# design 1

File: src/rtl/switch_conf_ctrl.sv
// Configuration load controller: streams WORD_W-bit words into a shadow image,
// holds the fabric until it drains, then swaps the image into conf_out atomically.
module switch_conf_ctrl #(
    parameter int NUM_SW    = 4,
    parameter int CONF_BITS = 48,
    parameter int WORD_W    = 16
) (
    input  logic                        clk,
    input  logic                        rst_n,
    input  logic                        start,
    input  logic                        abort,
    input  logic                        in_valid,
    input  logic [WORD_W-1:0]           in_data,
    output logic                        in_ready,
    input  logic                        fabric_idle,
    output logic                        fabric_hold,
    output logic [NUM_SW*CONF_BITS-1:0] conf_out,
    output logic                        conf_en,
    output logic                        done,
    output logic                        busy
);

    localparam int WPS   = CONF_BITS / WORD_W;
    localparam int TOTAL = NUM_SW * WPS;
    localparam int CNT_W = (TOTAL > 1) ? $clog2(TOTAL) : 1;
    localparam logic [CNT_W-1:0] LAST = CNT_W'(TOTAL - 1);

    typedef enum logic [1:0] {
        IDLE,
        LOAD,
        HOLD,
        COMMIT
    } state_t;

    state_t                       state;
    logic [CNT_W-1:0]             word_cnt;
    // Word n of the load lives at shadow[n], i.e. bits [n*WORD_W +: WORD_W].
    logic [TOTAL-1:0][WORD_W-1:0] shadow;
    logic                         accept;

    assign accept = in_valid & in_ready;

    // Outputs are registered alongside the state, so each branch sets them for
    // the state it is entering.
    always_ff @(posedge clk or negedge rst_n) begin
        if (!rst_n) begin
            // NOTE: every sequential assignment is non-blocking so all flops
            // sample the same pre-edge values regardless of statement order.
            state       <= IDLE;
            word_cnt    <= '0;
            // NOTE: the shadow image is explicitly reset; a reset must leave
            // no stale configuration anywhere that could later reach conf_out.
            shadow      <= '0;
            conf_out    <= '0;
            in_ready    <= 1'b0;
            fabric_hold <= 1'b0;
            conf_en     <= 1'b0;
            done        <= 1'b0;
            busy        <= 1'b0;
        end else begin
            conf_en <= 1'b0;
            done    <= 1'b0;
            unique case (state)
                IDLE: begin
                    if (start && !abort) begin
                        state    <= LOAD;
                        word_cnt <= '0;
                        in_ready <= 1'b1;
                        busy     <= 1'b1;
                    end
                end

                LOAD: begin
                    if (abort) begin
                        // A word presented alongside abort is dropped.
                        state    <= IDLE;
                        word_cnt <= '0;
                        in_ready <= 1'b0;
                        busy     <= 1'b0;
                    end else if (accept) begin
                        shadow[word_cnt] <= in_data;
                        if (word_cnt == LAST) begin
                            state       <= HOLD;
                            word_cnt    <= '0;
                            in_ready    <= 1'b0;
                            fabric_hold <= 1'b1;
                        end else begin
                            word_cnt <= word_cnt + 1'b1;
                        end
                    end
                end

                HOLD: begin
                    // Abort wins over a simultaneous fabric_idle: nothing is committed.
                    if (abort) begin
                        state       <= IDLE;
                        word_cnt    <= '0;
                        fabric_hold <= 1'b0;
                        busy        <= 1'b0;
                    end else if (fabric_idle) begin
                        state    <= COMMIT;
                        conf_out <= shadow;
                        conf_en  <= 1'b1;
                        done     <= 1'b1;
                    end
                end

                COMMIT: begin
                    state       <= IDLE;
                    fabric_hold <= 1'b0;
                    busy        <= 1'b0;
                end

                default: begin
                    state       <= IDLE;
                    word_cnt    <= '0;
                    in_ready    <= 1'b0;
                    fabric_hold <= 1'b0;
                    busy        <= 1'b0;
                end
            endcase
        end
    end

endmodule

File: config.mk
export PLATFORM = sky130hd
export DESIGN_NAME = switch_conf_ctrl
export DESIGN_NICKNAME = d
export VERILOG_FILES = /design/src/rtl/switch_conf_ctrl.sv
export SDC_FILE = /design/constraint.sdc
export NUM_CORES = 1
export LEC_CHECK = 0
export CAP_MARGIN = 20
export CORE_AREA = 4 4 200 202
export CTS_BUF_LIST = sky130_fd_sc_hd__clkbuf_8
export DETAILED_ROUTE_END_ITERATION = 10
export DIE_AREA = 0 0 204 206
export PLACE_DENSITY = 0.62
export SETUP_SLACK_MARGIN = 0.3
export SLEW_MARGIN = 20
export SYNTH_ARGS = -nofsm -noshare
export SYNTH_HDL_FRONTEND = slang
export SYNTH_SLANG_ARGS = --single-unit
File: constraint.sdc
create_clock -name clk -period 4.3 [get_ports clk]
set_input_delay 0.43 -clock clk [delete_from_list [all_inputs] [get_ports clk]]
set_output_delay 0.43 -clock clk [all_outputs]
set_load 0.01 [all_outputs]
==> flow_summary.json <==
{
  "top_area_cell": "dfrtp_1",
  "wl_met3_mm": 2.37,
  "status": "finished clean",
  "crit_chain": "inv_1 -> ha_1 -> nor2b_1 -> nand2_4 -> inv_6 -> buf_4 -> mux2_2",
  "cts_setup_buffers": 0,
  "end_kind": "flip-flop",
  "slowest_delay_ns": 0.48,
  "finalClockPeriodUsage": 0.625,
  "mux_area_frac": 0.293,
  "power_clock_mw": 3.38,
  "postSynthCellCount": 906,
  "worstSetupPathType": "flip-flop to flip-flop",
  "path_delay_family": "buffers and inverters",
  "setup_viol": 0,
  "first_pass_iters": 4,
  "p_comb_mw": 1.37,
  "area_growth_pct": 26.7,
  "top_power_group": "sequential cells",
  "critPathSlowestCell": "buf_4",
  "wl_met2_mm": 16.2,
  "portBuffers": 218,
  "p_total_mw": 9.12,
  "vias": 8367,
  "h-tree-depth": 3,
  "min_path_type": "primary input to async pin",
  "cts_tree": "done",
  "logic_family": "multiplexers",
  "setup_tns_ns": 0,
  "r2r_start": "state[0]",
  "ys_types": 34,
  "wirelength_met1_mm": 16.0,
  "holdWs_ns": 0.323
}
flip-flops by register name, summed over array words and instances, names as in the netlist:
register	flops
conf_out	192
shadow	192
word_cnt	4
in_ready	1
fabric_hold	1
done	1
state	2
busy	1
final cells by class:
class | count | area (sq um)
repair buffers | 226 | 2290
inverters | 8 | 35.0
clock inverters | 26 | 123
well taps | 518 | 648
clock buffers | 91 | 1250
fillers | 3334 | 19100
flip-flops and latches | 394 | 9860
multi-input cells | 454 | 4950
metal layers:
layer	track usage	vias to the layer above
met5	0	-
met1	0.229	4425
met2	0.261	210
met3	0.0557	47
met4	0.0440	0
li1	-	3685
design_1/clock_map.png
(1.5 px per micron)
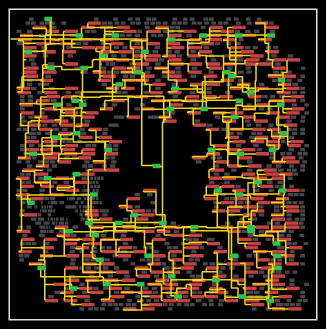
[flip-flops] red | count: 394
[cells driving clock nets] green | count: 68
[clock wires] yellow | length: 5530 microns
flops lie: spread over the die
Setup Skew: 0.0309 ns
Worst-Skew Late Latency: 0.61 ns

design_1/final_congestion.png
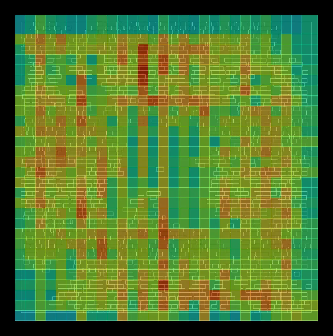
Final Core Density: 0.500
met3 GRT Util: 0.0557
met2 usage: 0.261
GR peak layer: met2


# design 2

File: src/rtl/can_bit_timing_rx.sv
// can_bit_timing_rx: receive-side CAN bit timing unit.
// Synchronizes the raw RX line, divides clk into time quanta, walks
// SYNC_SEG -> TSEG1 -> TSEG2 and emits the sample strobe, the TX bit-boundary
// strobe and resync events. Hard sync and SJW-limited resync realign the bit
// to recessive-to-dominant bus edges.
// Optional build macro: CAN_TRIPLE_SAMPLE_EN selects majority-of-three
// sampling on the last three tq of TSEG1 instead of a single sample.
// seg_state exposes the segment FSM state directly.
module can_bit_timing_rx #(
  parameter int TQ_DIV = 4,
  parameter int TSEG1  = 6,
  parameter int TSEG2  = 3,
  parameter int SJW    = 2
) (
  input  logic       clk,
  input  logic       rst,
  input  logic       rx,
  input  logic       hard_sync_en,
  output logic       sample_valid,
  output logic       sample_bit,
  output logic       tx_point,
  output logic       resync_evt,
  output logic [1:0] seg_state
);

  localparam int PS_W  = $clog2(TQ_DIV);
  localparam int CNT_W = $clog2(TSEG1 + SJW + 1);

  typedef enum logic [1:0] {
    SEG_SYNC  = 2'd0,
    SEG_TSEG1 = 2'd1,
    SEG_TSEG2 = 2'd2
  } seg_t;

  logic             rx_meta, rx_s, prev_rx;
  seg_t             state_q, state_d;
  logic [CNT_W-1:0] cnt_q, cnt_d;
  logic [PS_W-1:0]  ps_q, ps_d;
  logic [CNT_W-1:0] ext_q, ext_d;
  logic [CNT_W-1:0] shr_q, shr_d;
  logic             done_q, done_d;
  logic             sv_q, sv_d, sb_q, sb_d, tx_q, tx_d, evt_q, evt_d;

  logic tq_tick, edge_det, tseg1_end, tseg2_end, sample_pt, eff_tseg2;
  logic sample_val;
  int   tseg1_len, tseg2_len, e_tseg1, e_tseg2;

  assign tq_tick   = (ps_q == PS_W'(TQ_DIV - 1));
  assign edge_det  = prev_rx & ~rx_s;
  assign tseg1_len = TSEG1 + int'(ext_q);
  assign tseg2_len = TSEG2 - int'(shr_q);
  assign tseg1_end = (state_q == SEG_TSEG1) && (int'(cnt_q) == tseg1_len - 1);
  // >= so that a shortening applied late in TSEG2 ends it at the next tick.
  assign tseg2_end = (state_q == SEG_TSEG2) && (int'(cnt_q) >= tseg2_len - 1);
  assign sample_pt = tq_tick && tseg1_end;
  // An edge on the sample-point tick counts as a TSEG2 edge at seg_cnt 0.
  assign eff_tseg2 = (state_q == SEG_TSEG2) || sample_pt;
  assign e_tseg1   = int'(cnt_q) + 1;
  assign e_tseg2   = (state_q == SEG_TSEG2) ? (TSEG2 - int'(cnt_q)) : TSEG2;

`ifdef CAN_TRIPLE_SAMPLE_EN
  logic cap0_q, cap0_d, cap1_q, cap1_d;

  assign sample_val = (cap0_q & cap1_q) | (cap0_q & rx_s) | (cap1_q & rx_s);

  // Capture rx_s on the two tq ticks before the sample point.
  always_comb begin
    cap0_d = cap0_q;
    cap1_d = cap1_q;
    if (tq_tick && state_q == SEG_TSEG1) begin
      if (int'(cnt_q) == tseg1_len - 3) cap0_d = rx_s;
      if (int'(cnt_q) == tseg1_len - 2) cap1_d = rx_s;
    end
  end

  // Early-capture registers.
  always_ff @(posedge clk) begin
    if (rst) begin
      cap0_q <= 1'b1;
      cap1_q <= 1'b1;
    end else begin
      cap0_q <= cap0_d;
      cap1_q <= cap1_d;
    end
  end
`else
  assign sample_val = rx_s;
`endif

  // Next-state logic: tq-driven segment walk, then edge handling on top.
  always_comb begin
    state_d = state_q;
    cnt_d   = cnt_q;
    ps_d    = tq_tick ? '0 : ps_q + PS_W'(1);
    ext_d   = ext_q;
    shr_d   = shr_q;
    done_d  = done_q;
    sv_d    = 1'b0;
    sb_d    = sb_q;
    tx_d    = 1'b0;
    evt_d   = 1'b0;

    if (tq_tick) begin
      case (state_q)
        SEG_SYNC: begin
          state_d = SEG_TSEG1;
          cnt_d   = '0;
        end
        SEG_TSEG1: begin
          if (tseg1_end) begin
            state_d = SEG_TSEG2;
            cnt_d   = '0;
            sv_d    = 1'b1;
            sb_d    = sample_val;
          end else begin
            cnt_d = cnt_q + CNT_W'(1);
          end
        end
        SEG_TSEG2: begin
          if (tseg2_end) begin
            state_d = SEG_SYNC;
            cnt_d   = '0;
            tx_d    = 1'b1;
            ext_d   = '0;
            shr_d   = '0;
            done_d  = 1'b0;
          end else begin
            cnt_d = cnt_q + CNT_W'(1);
          end
        end
        default: begin
          state_d = SEG_SYNC;
          cnt_d   = '0;
        end
      endcase
    end

    if (edge_det) begin
      if (hard_sync_en) begin
        // Hard sync restarts the bit after SYNC_SEG and wins over any tick.
        state_d = SEG_TSEG1;
        cnt_d   = '0;
        ps_d    = '0;
        ext_d   = '0;
        shr_d   = '0;
        done_d  = 1'b1;
        evt_d   = 1'b1;
        sv_d    = 1'b0;
        sb_d    = sb_q;
        tx_d    = 1'b0;
      end else if (!done_q && sb_q) begin
        done_d = 1'b1;
        evt_d  = 1'b1;
        if (eff_tseg2) begin
          if (e_tseg2 <= SJW) begin
            // Edge is the new sync point: start the next bit's TSEG1 now.
            state_d = SEG_TSEG1;
            cnt_d   = '0;
            ps_d    = '0;
            ext_d   = '0;
            shr_d   = '0;
            tx_d    = 1'b1;
          end else begin
            shr_d = CNT_W'(SJW);
          end
        end else if (state_q == SEG_TSEG1) begin
          ext_d = (e_tseg1 < SJW) ? CNT_W'(e_tseg1) : CNT_W'(SJW);
        end
      end
    end
  end

  // Synchronizer, edge history and FSM/output registers.
  always_ff @(posedge clk) begin
    if (rst) begin
      rx_meta <= 1'b1;
      rx_s    <= 1'b1;
      prev_rx <= 1'b1;
      state_q <= SEG_SYNC;
      cnt_q   <= '0;
      ps_q    <= '0;
      ext_q   <= '0;
      shr_q   <= '0;
      done_q  <= 1'b0;
      sv_q    <= 1'b0;
      sb_q    <= 1'b1;
      tx_q    <= 1'b0;
      evt_q   <= 1'b0;
    end else begin
      rx_meta <= rx;
      rx_s    <= rx_meta;
      prev_rx <= rx_s;
      state_q <= state_d;
      cnt_q   <= cnt_d;
      ps_q    <= ps_d;
      ext_q   <= ext_d;
      shr_q   <= shr_d;
      done_q  <= done_d;
      sv_q    <= sv_d;
      sb_q    <= sb_d;
      tx_q    <= tx_d;
      evt_q   <= evt_d;
    end
  end

  assign sample_valid = sv_q;
  assign sample_bit   = sb_q;
  assign tx_point     = tx_q;
  assign resync_evt   = evt_q;
  assign seg_state    = state_q;

endmodule
File: config.mk
export PLATFORM = sky130hd
export DESIGN_NAME = can_bit_timing_rx
export DESIGN_NICKNAME = d
export VERILOG_FILES = /design/src/rtl/can_bit_timing_rx.sv
export SDC_FILE = /design/constraint.sdc
export NUM_CORES = 1
export LEC_CHECK = 0
export CAP_MARGIN = 30
export CORE_MARGIN = 8
export CORE_UTILIZATION = 35
export DETAILED_ROUTE_END_ITERATION = 16
export MAX_ROUTING_LAYER = met4
export SETUP_SLACK_MARGIN = 0.15
export SYNTH_ARGS = -nofsm -noshare
export SYNTH_HDL_FRONTEND = slang
export SYNTH_SLANG_ARGS = --single-unit
File: constraint.sdc
create_clock -name clk -period 3.05 [get_ports clk]
set_input_delay 0.4575 -clock clk [delete_from_list [all_inputs] [get_ports clk]]
set_output_delay 0.4575 -clock clk [all_outputs]
set_load 0.1 [all_outputs]
design_2/clock_map.png
(4 px per micron)
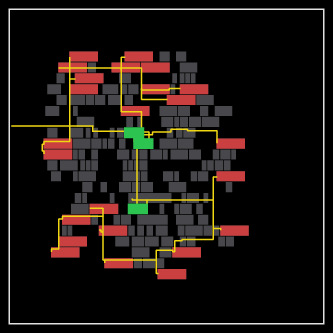
[flip-flops] red | count: 24
[cells driving clock nets] green | count: 3
[clock wires] yellow | length: 312 microns
routed clock nets: 4

design_2/final_congestion.png
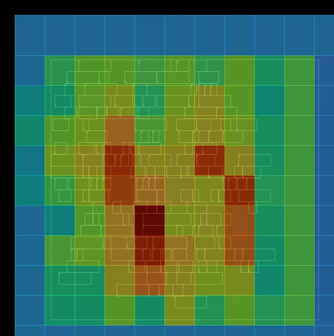
met1 GRT Util: 0.119
Total Routing Usage GR: 0.102

design_2/metal_stack.png
(4 px per micron)
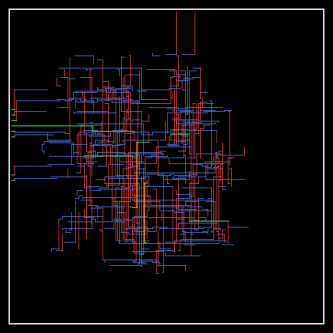
| layer | color | wire length |
|---|---|---|
| met1 | blue | 1340 microns |
| met2 | red | 1400 microns |
| met4 | orange | 31.3 microns |
| met3 | green | 68.1 microns |

==> per-layer routing <==
layer	global-route usage	vias up	routed length, microns
li1	-	558	-
met1	0.119	501	1340
met2	0.174	19	1400
met3	0.0194	4	68
met4	0.0296	0	31
met5	-	-	0
==> sequential cells by signal, summed over array words and instances (netlist names) <==
| name | flops |
|---|---|
| rx_s | 1 |
| ps_q | 2 |
| done_q | 1 |
| sample_valid | 1 |
| tx_point | 1 |
| cnt_q | 4 |
| prev_rx | 1 |
| sample_bit | 1 |
| ext_q | 4 |
| rx_meta | 1 |
| seg_state | 2 |
| resync_evt | 1 |
| shr_q | 4 |
==> flow_summary.json <==
{
  "end_kind": "flip-flop",
  "min_from": "rx_meta",
  "slowest_delay_ns": 0.42,
  "flops": 24,
  "cts_tree": "done",
  "status": "finished clean",
  "coreArea_sq_um": 3690,
  "die-area_sq_um": 6130,
  "holdPathEnd": "rx_s",
  "fillers": 379,
  "p_seq_uw": 326,
  "yosys.area_share.simple": 0.258,
  "wire_per_inst_microns": 13.5,
  "xor_share": 0.0581,
  "r2r_end": "ext_q[0]",
  "numClockSinks": 24,
  "place_ws_ns": 0.564,
  "common_cells": "dfxtp_1 (24), ha_1 (16), inv_1 (12), nor2_1 (12), a21oi_1 (10)",
  "seq_area_sq_um": 480,
  "routed_wl_mm": 2.84,
  "ff_type": "dfxtp_1",
  "cts_setup_buffers": 0,
  "num_tap_cells": 48,
  "clkSlewWorstSetupHoldPaths_ns": 0.09,
  "slew_violations": 0,
  "ant_nets": 0,
  "switching_power_uw": 151,
  "p_int_uw": 516
}

# design 3

**src/rtl/io_uart_tx_port.sv**
```systemverilog
// Memory-mapped 8N1 UART transmitter for the CPU IO space: decodes stores,
// buffers bytes in a small FIFO and exposes a pollable status word.
module io_uart_tx_port #(
    parameter int         CLKS_PER_BIT = 16,
    parameter int         FIFO_DEPTH   = 4,
    parameter logic [4:0] DATA_WORD    = 5'b10000,
    parameter logic [4:0] CTRL_WORD    = 5'b10001
) (
    input  logic        clock,
    input  logic        resetn,
    input  logic [31:0] addr,
    input  logic [31:0] datain,
    input  logic        write_io_enable,
    output logic [31:0] status,
    output logic        tx,
    output logic        tx_busy
);

    localparam int PW = $clog2(FIFO_DEPTH);
    localparam int CW = PW + 1;
    localparam logic [15:0]   BIT_LAST = 16'(CLKS_PER_BIT - 1);
    localparam logic [CW-1:0] DEPTH_C  = CW'(FIFO_DEPTH);

    typedef enum logic [1:0] {
        IDLE,
        START,
        DATA,
        STOP
    } state_t;

    logic          push;
    logic          ctrl_wr;
    logic          pop;
    logic          push_ok;
    logic          overrun_set;
    logic          fifo_full;
    logic          fifo_empty;
    logic [7:0]    fifo_mem [FIFO_DEPTH];
    logic [PW-1:0] wr_ptr;
    logic [PW-1:0] rd_ptr;
    logic [CW-1:0] count;
    logic          overrun;

    state_t        state;
    state_t        state_next;
    logic [15:0]   timer;
    logic [15:0]   timer_next;
    logic [2:0]    bit_idx;
    logic [2:0]    bit_idx_next;
    logic [7:0]    shift_reg;
    logic [7:0]    shift_next;
    logic          tx_reg;
    logic          tx_next;
    logic          bit_end;

    logic          unused_bits;

    assign push    = write_io_enable & addr[7] & (addr[6:2] == DATA_WORD);
    assign ctrl_wr = write_io_enable & addr[7] & (addr[6:2] == CTRL_WORD);
    assign unused_bits = ^{addr[31:8], addr[1:0], datain[31:8]};

    assign fifo_full   = (count == DEPTH_C);
    assign fifo_empty  = (count == '0);
    // A full FIFO still accepts a byte when the transmitter pops on the same edge.
    assign push_ok     = push & (~fifo_full | pop);
    assign overrun_set = push & fifo_full & ~pop;

    always_ff @(posedge clock) begin
        if (push_ok) begin
            fifo_mem[wr_ptr] <= datain[7:0];
        end
    end

    always_ff @(posedge clock or negedge resetn) begin
        if (!resetn) begin
            wr_ptr  <= '0;
            rd_ptr  <= '0;
            count   <= '0;
            overrun <= 1'b0;
        end else begin
            if (push_ok) begin
                wr_ptr <= wr_ptr + 1'b1;
            end
            if (pop) begin
                rd_ptr <= rd_ptr + 1'b1;
            end
            unique case ({push_ok, pop})
                2'b10:   count <= count + 1'b1;
                2'b01:   count <= count - 1'b1;
                default: count <= count;
            endcase
            overrun <= ((ctrl_wr & datain[0]) ? 1'b0 : overrun) | overrun_set;
        end
    end

    assign bit_end = (timer == BIT_LAST);

    always_comb begin
        state_next   = state;
        timer_next   = timer;
        bit_idx_next = bit_idx;
        shift_next   = shift_reg;
        pop          = 1'b0;
        unique case (state)
            IDLE: begin
                timer_next = '0;
                if (!fifo_empty) begin
                    pop          = 1'b1;
                    shift_next   = fifo_mem[rd_ptr];
                    bit_idx_next = '0;
                    state_next   = START;
                end
            end
            START: begin
                if (bit_end) begin
                    timer_next = '0;
                    state_next = DATA;
                end else begin
                    timer_next = timer + 16'd1;
                end
            end
            DATA: begin
                if (bit_end) begin
                    timer_next = '0;
                    shift_next = {1'b0, shift_reg[7:1]};
                    if (bit_idx == 3'd7) begin
                        state_next = STOP;
                    end else begin
                        bit_idx_next = bit_idx + 3'd1;
                    end
                end else begin
                    timer_next = timer + 16'd1;
                end
            end
            STOP: begin
                if (bit_end) begin
                    timer_next = '0;
                    // Chain straight into the next frame so queued bytes go out gap-free.
                    if (!fifo_empty) begin
                        pop          = 1'b1;
                        shift_next   = fifo_mem[rd_ptr];
                        bit_idx_next = '0;
                        state_next   = START;
                    end else begin
                        state_next = IDLE;
                    end
                end else begin
                    timer_next = timer + 16'd1;
                end
            end
            default: begin
                state_next = IDLE;
                timer_next = '0;
            end
        endcase
    end

    always_comb begin
        tx_next = 1'b1;
        unique case (state_next)
            START:   tx_next = 1'b0;
            DATA:    tx_next = shift_next[0];
            default: tx_next = 1'b1;
        endcase
    end

    always_ff @(posedge clock or negedge resetn) begin
        if (!resetn) begin
            state     <= IDLE;
            timer     <= '0;
            bit_idx   <= '0;
            shift_reg <= '0;
            tx_reg    <= 1'b1;
        end else begin
            state     <= state_next;
            timer     <= timer_next;
            bit_idx   <= bit_idx_next;
            shift_reg <= shift_next;
            tx_reg    <= tx_next;
        end
    end

    assign tx      = tx_reg;
    assign tx_busy = (state != IDLE);
    assign status  = {24'h000000, 4'(count), overrun, fifo_empty, fifo_full, tx_busy};

endmodule
```
**config.mk**
```make
export PLATFORM = sky130hd
export DESIGN_NAME = io_uart_tx_port
export DESIGN_NICKNAME = d
export VERILOG_FILES = /design/src/rtl/io_uart_tx_port.sv
export SDC_FILE = /design/constraint.sdc
export NUM_CORES = 1
export LEC_CHECK = 0
export CORE_UTILIZATION = 34
export DETAILED_ROUTE_END_ITERATION = 16
export SYNTH_ARGS = -nofsm -noshare
export SYNTH_HDL_FRONTEND = slang
export SYNTH_SLANG_ARGS = --single-unit
export TNS_END_PERCENT = 5
```
**constraint.sdc**
```tcl
create_clock -name clock -period 2.55 [get_ports clock]
set_clock_uncertainty 0.05 [all_clocks]
set_input_delay 0.255 -clock clock [delete_from_list [all_inputs] [get_ports clock]]
set_output_delay 0.255 -clock clock [all_outputs]
set_load 0.005 [all_outputs]
```
design_3/registers.png
(4 px per micron) Other sequential cells in the stronger gray, the rest of the logic in the fainter gray.
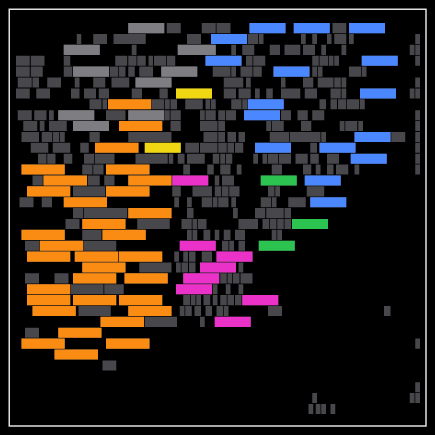
| name in the netlist | color | placed flops |
|---|---|---|
| `state` | yellow | 2 |
| `fifo_mem` | orange | 32 |
| `timer` | blue | 16 |
| `shift_reg` | magenta | 8 |
| `bit_idx` | green | 3 |

design_3/metal_stack.png
(4 px per micron)
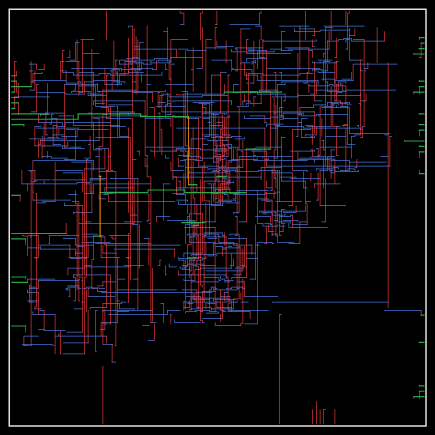
| layer | color | wire length |
|---|---|---|
| met1 | blue | 2860 microns |
| met2 | red | 3170 microns |
| met3 | green | 202 microns |
| met4 | orange | 32.0 microns |
via count: 2291
wire per inst: 12.6 microns
Total Routing Usage GR: 0.123

==> flow_summary.json <==
{
  "use_met1": 0.150,
  "power_density_nw_per_um2": 876,
  "most_common_cell": "dfrtp_1",
  "top_area_cell": "edfxtp_1",
  "routed_wl_mm": 6.26,
  "worstSetupPathType": "flip-flop to flip-flop",
  "hold_violations": 37,
  "post_drt_via_cell_ratio": 4.61,
  "h-tree-depth": 3,
  "logic_family": "simple AND/OR/NAND/NOR gates",
  "clkSlewWorstSetupHoldPaths_ns": 0.08,
  "largest_class": "sequential cells",
  "min_path_type": "primary input to async pin",
  "common_cells": "dfrtp_1 (37), nand2_1 (34), edfxtp_1 (32), buf_4 (29), nor2_1 (27)",
  "die_x_microns": 104,
  "overflow": 0,
  "place_ws_ns": 0.0153,
  "gp_congestion": 0.756,
  "slew_violations": 0,
  "nonClockBufferCount": 49,
  "status": "finished with violations",
  "xor_share": 0.0472,
  "finalCriticalPeriod_ns": 2.52,
  "logic_gate_count": 218,
  "ys_warn_count": 0,
  "grt.met3_usage": 0.0321,
  "fillers": 956,
  "holdWs_ns": -0.0251,
  "synth_top_area_share": 0.273,
  "fa_ha_area_frac": 0.0483,
  "clock_buffers": 9,
  "place_inst": 481,
  "cp_num_cells": 8,
  "violations": "negative hold slack",
  "rrSetupSlack_ns": 0.03,
  "area_growth_pct": 19.0,
  "slowest_delay_ns": 0.55,
  "setup_tns_ns": 0,
  "r2r_end": "count[2]"
}
power breakdown:
| group | switching (mW) | internal (mW) | leakage [nW] |
|---|---|---|---|
| clock | 0.451 | 0.563 | 0.111 |
| sequential | 0.198 | 1.34 | 0.783 |
| combinational | 0.554 | 0.576 | 0.827 |
repair_timing:
item / in CTS / in global routing
endpoints found under the hold margin: 0 / 0
pin swaps: 0 / 1
buffers inserted: 0 / 0
resized: 1 / 1
setup endpoints to repair: 1 / 33
hold buffers: 0 / 0

# design 4

design_4/metal_stack.png
(4 px per micron)
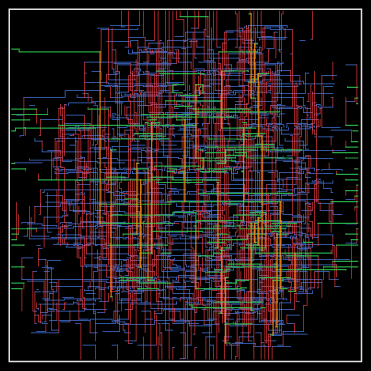
design_4/zoom.png
Window x 56 to 76, y 12 to 32 microns. Cells in gray, sequential cells in the stronger gray; small squares are vias.
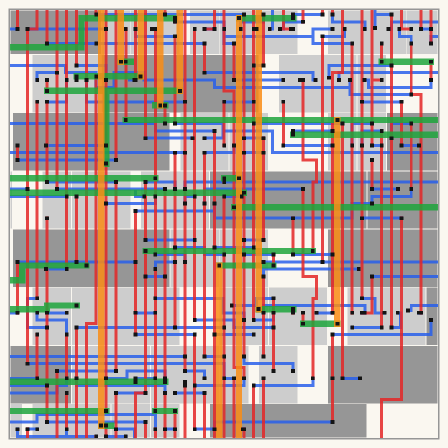
===== src/rtl/alu_mul_sequencer.sv =====
// Shift-and-add unsigned multiplier that drives the shared 16-bit ALU.
// It issues an add step and then a shift step for each multiplier bit, and pulses Done when the product is ready.
module alu_mul_sequencer #(
    parameter int N_BITS = 8
) (
    input  logic        Clock,
    input  logic        Reset,
    input  logic        Start,
    input  logic [7:0]  MulA,
    input  logic [7:0]  MulB,
    output logic        Busy,
    output logic        Done,
    output logic [15:0] Product,
    output logic [15:0] ALU_A,
    output logic [15:0] ALU_B,
    output logic [4:0]  ALU_FunSel,
    output logic        ALU_WF,
    input  logic [15:0] ALUOut,
    input  logic [3:0]  ALUFlags
);

    localparam logic [4:0] FS_PASS_A = 5'b10000;
    localparam logic [4:0] FS_ADD    = 5'b10100;
    localparam logic [4:0] FS_LSL    = 5'b11011;
    localparam logic [3:0] LAST_CNT  = 4'(N_BITS - 1);

    typedef enum logic [1:0] {IDLE, ADD, SHIFT, DONE} state_t;

    state_t              state;
    logic [15:0]         P;
    logic [15:0]         M;
    logic [N_BITS-1:0]   Q;
    logic [N_BITS-1:0]   q_next;
    logic [3:0]          Cnt;
    logic [15:0]         mula_ext;
    logic [N_BITS-1:0]   mulb_cut;
    logic                unused_inputs;

    always_comb begin
        q_next   = Q >> 1;
        mula_ext = 16'(MulA[N_BITS-1:0]);
        mulb_cut = MulB[N_BITS-1:0];
    end

    // The flags and the operand bits above N_BITS are intentionally not read.
    assign unused_inputs = ^{ALUFlags, MulA, MulB};

    // The ALU outputs are registered. Each transition therefore loads the operands that the next state needs.
    always_ff @(posedge Clock) begin
        if (Reset) begin
            state      <= IDLE;
            P          <= '0;
            M          <= '0;
            Q          <= '0;
            Cnt        <= '0;
            Product    <= '0;
            Busy       <= 1'b0;
            Done       <= 1'b0;
            ALU_A      <= '0;
            ALU_B      <= '0;
            ALU_FunSel <= FS_PASS_A;
            ALU_WF     <= 1'b0;
        end else begin
            case (state)
                IDLE: begin
                    if (Start) begin
                        P          <= '0;
                        M          <= mula_ext;
                        Q          <= mulb_cut;
                        Cnt        <= '0;
                        state      <= ADD;
                        Busy       <= 1'b1;
                        ALU_A      <= '0;
                        ALU_B      <= mula_ext;
                        ALU_FunSel <= FS_ADD;
                        ALU_WF     <= mulb_cut[0];
                    end
                end
                ADD: begin
                    if (Q[0])
                        P <= ALUOut;
                    state      <= SHIFT;
                    ALU_A      <= M;
                    ALU_B      <= '0;
                    ALU_FunSel <= FS_LSL;
                    ALU_WF     <= 1'b0;
                end
                SHIFT: begin
                    M   <= ALUOut;
                    Q   <= q_next;
                    Cnt <= Cnt + 4'd1;
                    if (Cnt == LAST_CNT) begin
                        state      <= DONE;
                        Product    <= P;
                        Busy       <= 1'b0;
                        Done       <= 1'b1;
                        ALU_A      <= '0;
                        ALU_B      <= '0;
                        ALU_FunSel <= FS_PASS_A;
                        ALU_WF     <= 1'b0;
                    end else begin
                        // The next add uses the freshly shifted multiplicand, which comes straight from ALUOut.
                        state      <= ADD;
                        ALU_A      <= P;
                        ALU_B      <= ALUOut;
                        ALU_FunSel <= FS_ADD;
                        ALU_WF     <= q_next[0];
                    end
                end
                DONE: begin
                    Done  <= 1'b0;
                    state <= IDLE;
                end
                default: state <= IDLE;
            endcase
        end
    end

endmodule

===== config.mk =====
export PLATFORM = sky130hd
export DESIGN_NAME = alu_mul_sequencer
export DESIGN_NICKNAME = d
export VERILOG_FILES = /design/src/rtl/alu_mul_sequencer.sv
export SDC_FILE = /design/constraint.sdc
export NUM_CORES = 1
export LEC_CHECK = 0
export CAP_MARGIN = 10
export CORE_UTILIZATION = 52
export DETAILED_ROUTE_END_ITERATION = 7
export GPL_TIMING_DRIVEN = 0
export PLACE_DENSITY = 0.94
export SYNTH_ARGS = -nofsm -noshare
export SYNTH_HDL_FRONTEND = slang
export SYNTH_SLANG_ARGS = --single-unit
export TNS_END_PERCENT = 1

===== constraint.sdc =====
create_clock -name Clock -period 3.6 [get_ports Clock]
set_input_delay 0.54 -clock Clock [delete_from_list [all_inputs] [get_ports Clock]]
set_output_delay 0.54 -clock Clock [all_outputs]
set_load 0.02 [all_outputs]

==> flow_summary.json <==
{
  "grt.met3_usage": 0.0603,
  "skew_ns": 0.0202,
  "comb_share": 0.324,
  "cts_tree": "done",
  "final_cell_mix": "dfxtp_1 (99), clkdlybuf4s50_1 (88), nor2_1 (80)",
  "portBuffers": 88,
  "place_area_sq_um": 4820,
  "wirelength_met1_mm": 4.28,
  "drive_above_1_share": 0.0833,
  "clock_area_frac": 0.0411,
  "synthesis.area_sq_um": 3820,
  "final-comb-area_sq_um": 1630,
  "wl_met3_mm": 1.06,
  "holdWs_ns": 0.461,
  "coreArea_sq_um": 6940,
  "cts_made_buffers": 9,
  "nonClockBufferCount": 125,
  "clkSlewWorstSetupHoldPaths_ns": 0.10,
  "power_clock_uw": 762,
  "power_frac_seq": 0.432,
  "fp-utilization": 0.550,
  "grt_pass1_vias": 3730,
  "cts_setup_buffers": 0,
  "fa_ha_area_frac": 0.0197,
  "ys_cells": 424,
  "nonClkBufAreaFrac": 0.214,
  "fin_util": 0.723,
  "yosys.area_share.simple": 0.184,
  "layout.nets": 568,
  "slew_violations": 0,
  "syn_area_per_cell_sq_um": 9.00,
  "top_area_cell": "dfxtp_1",
  "status": "finished clean",
  "drtIter0Drc": 582,
  "finalWorstSetupSlack_ns": 1.32,
  "min_path_type": "flip-flop to flip-flop",
  "fp_nets": 469
}
## Picture notes: design_4/metal_stack.png
| layer | color | wire length |
|---|---|---|
| met1 | blue | 4280 microns |
| met4 | orange | 512 microns |
| met2 | red | 5760 microns |
| met3 | green | 1060 microns |
wire per inst: 18.6 microns
Total Routing Usage GR: 0.307
total wire length: 11.6 mm
via count: 3849

## Picture notes: design_4/zoom.png
| layer | color |
|---|---|
| met3 | green |
| met2 | red |
| met4 | orange |
| met1 | blue |
cells with their middle in the window: 38
most frequent: dfxtp_1 (8), nor2_1 (7)
sequential cells in the window: 8
netlist names of flops here include: `M` (5), `ALU_B` (2)

tightest hold or removal path, stage by stage (launching register included):
cell and delay, ns:
dfxtp_1 0.32, nand2_1 0.05, a21oi_1 0.05
final timing paths:
kind | endpoint | startpoint | slack, ns | depth (start not counted)
worst min-delay path | Product[7] | Product[7] | 0.46 | 2
worst min register to register | Product[7] | Product[7] | 0.46 | 2
worst max register to register | ALU_A[8] | state[0] | 1.32 | 8
worst max-delay path | ALU_A[8] | state[0] | 1.32 | 8

No activity file was given, so power comes from the tool's default toggle rates.
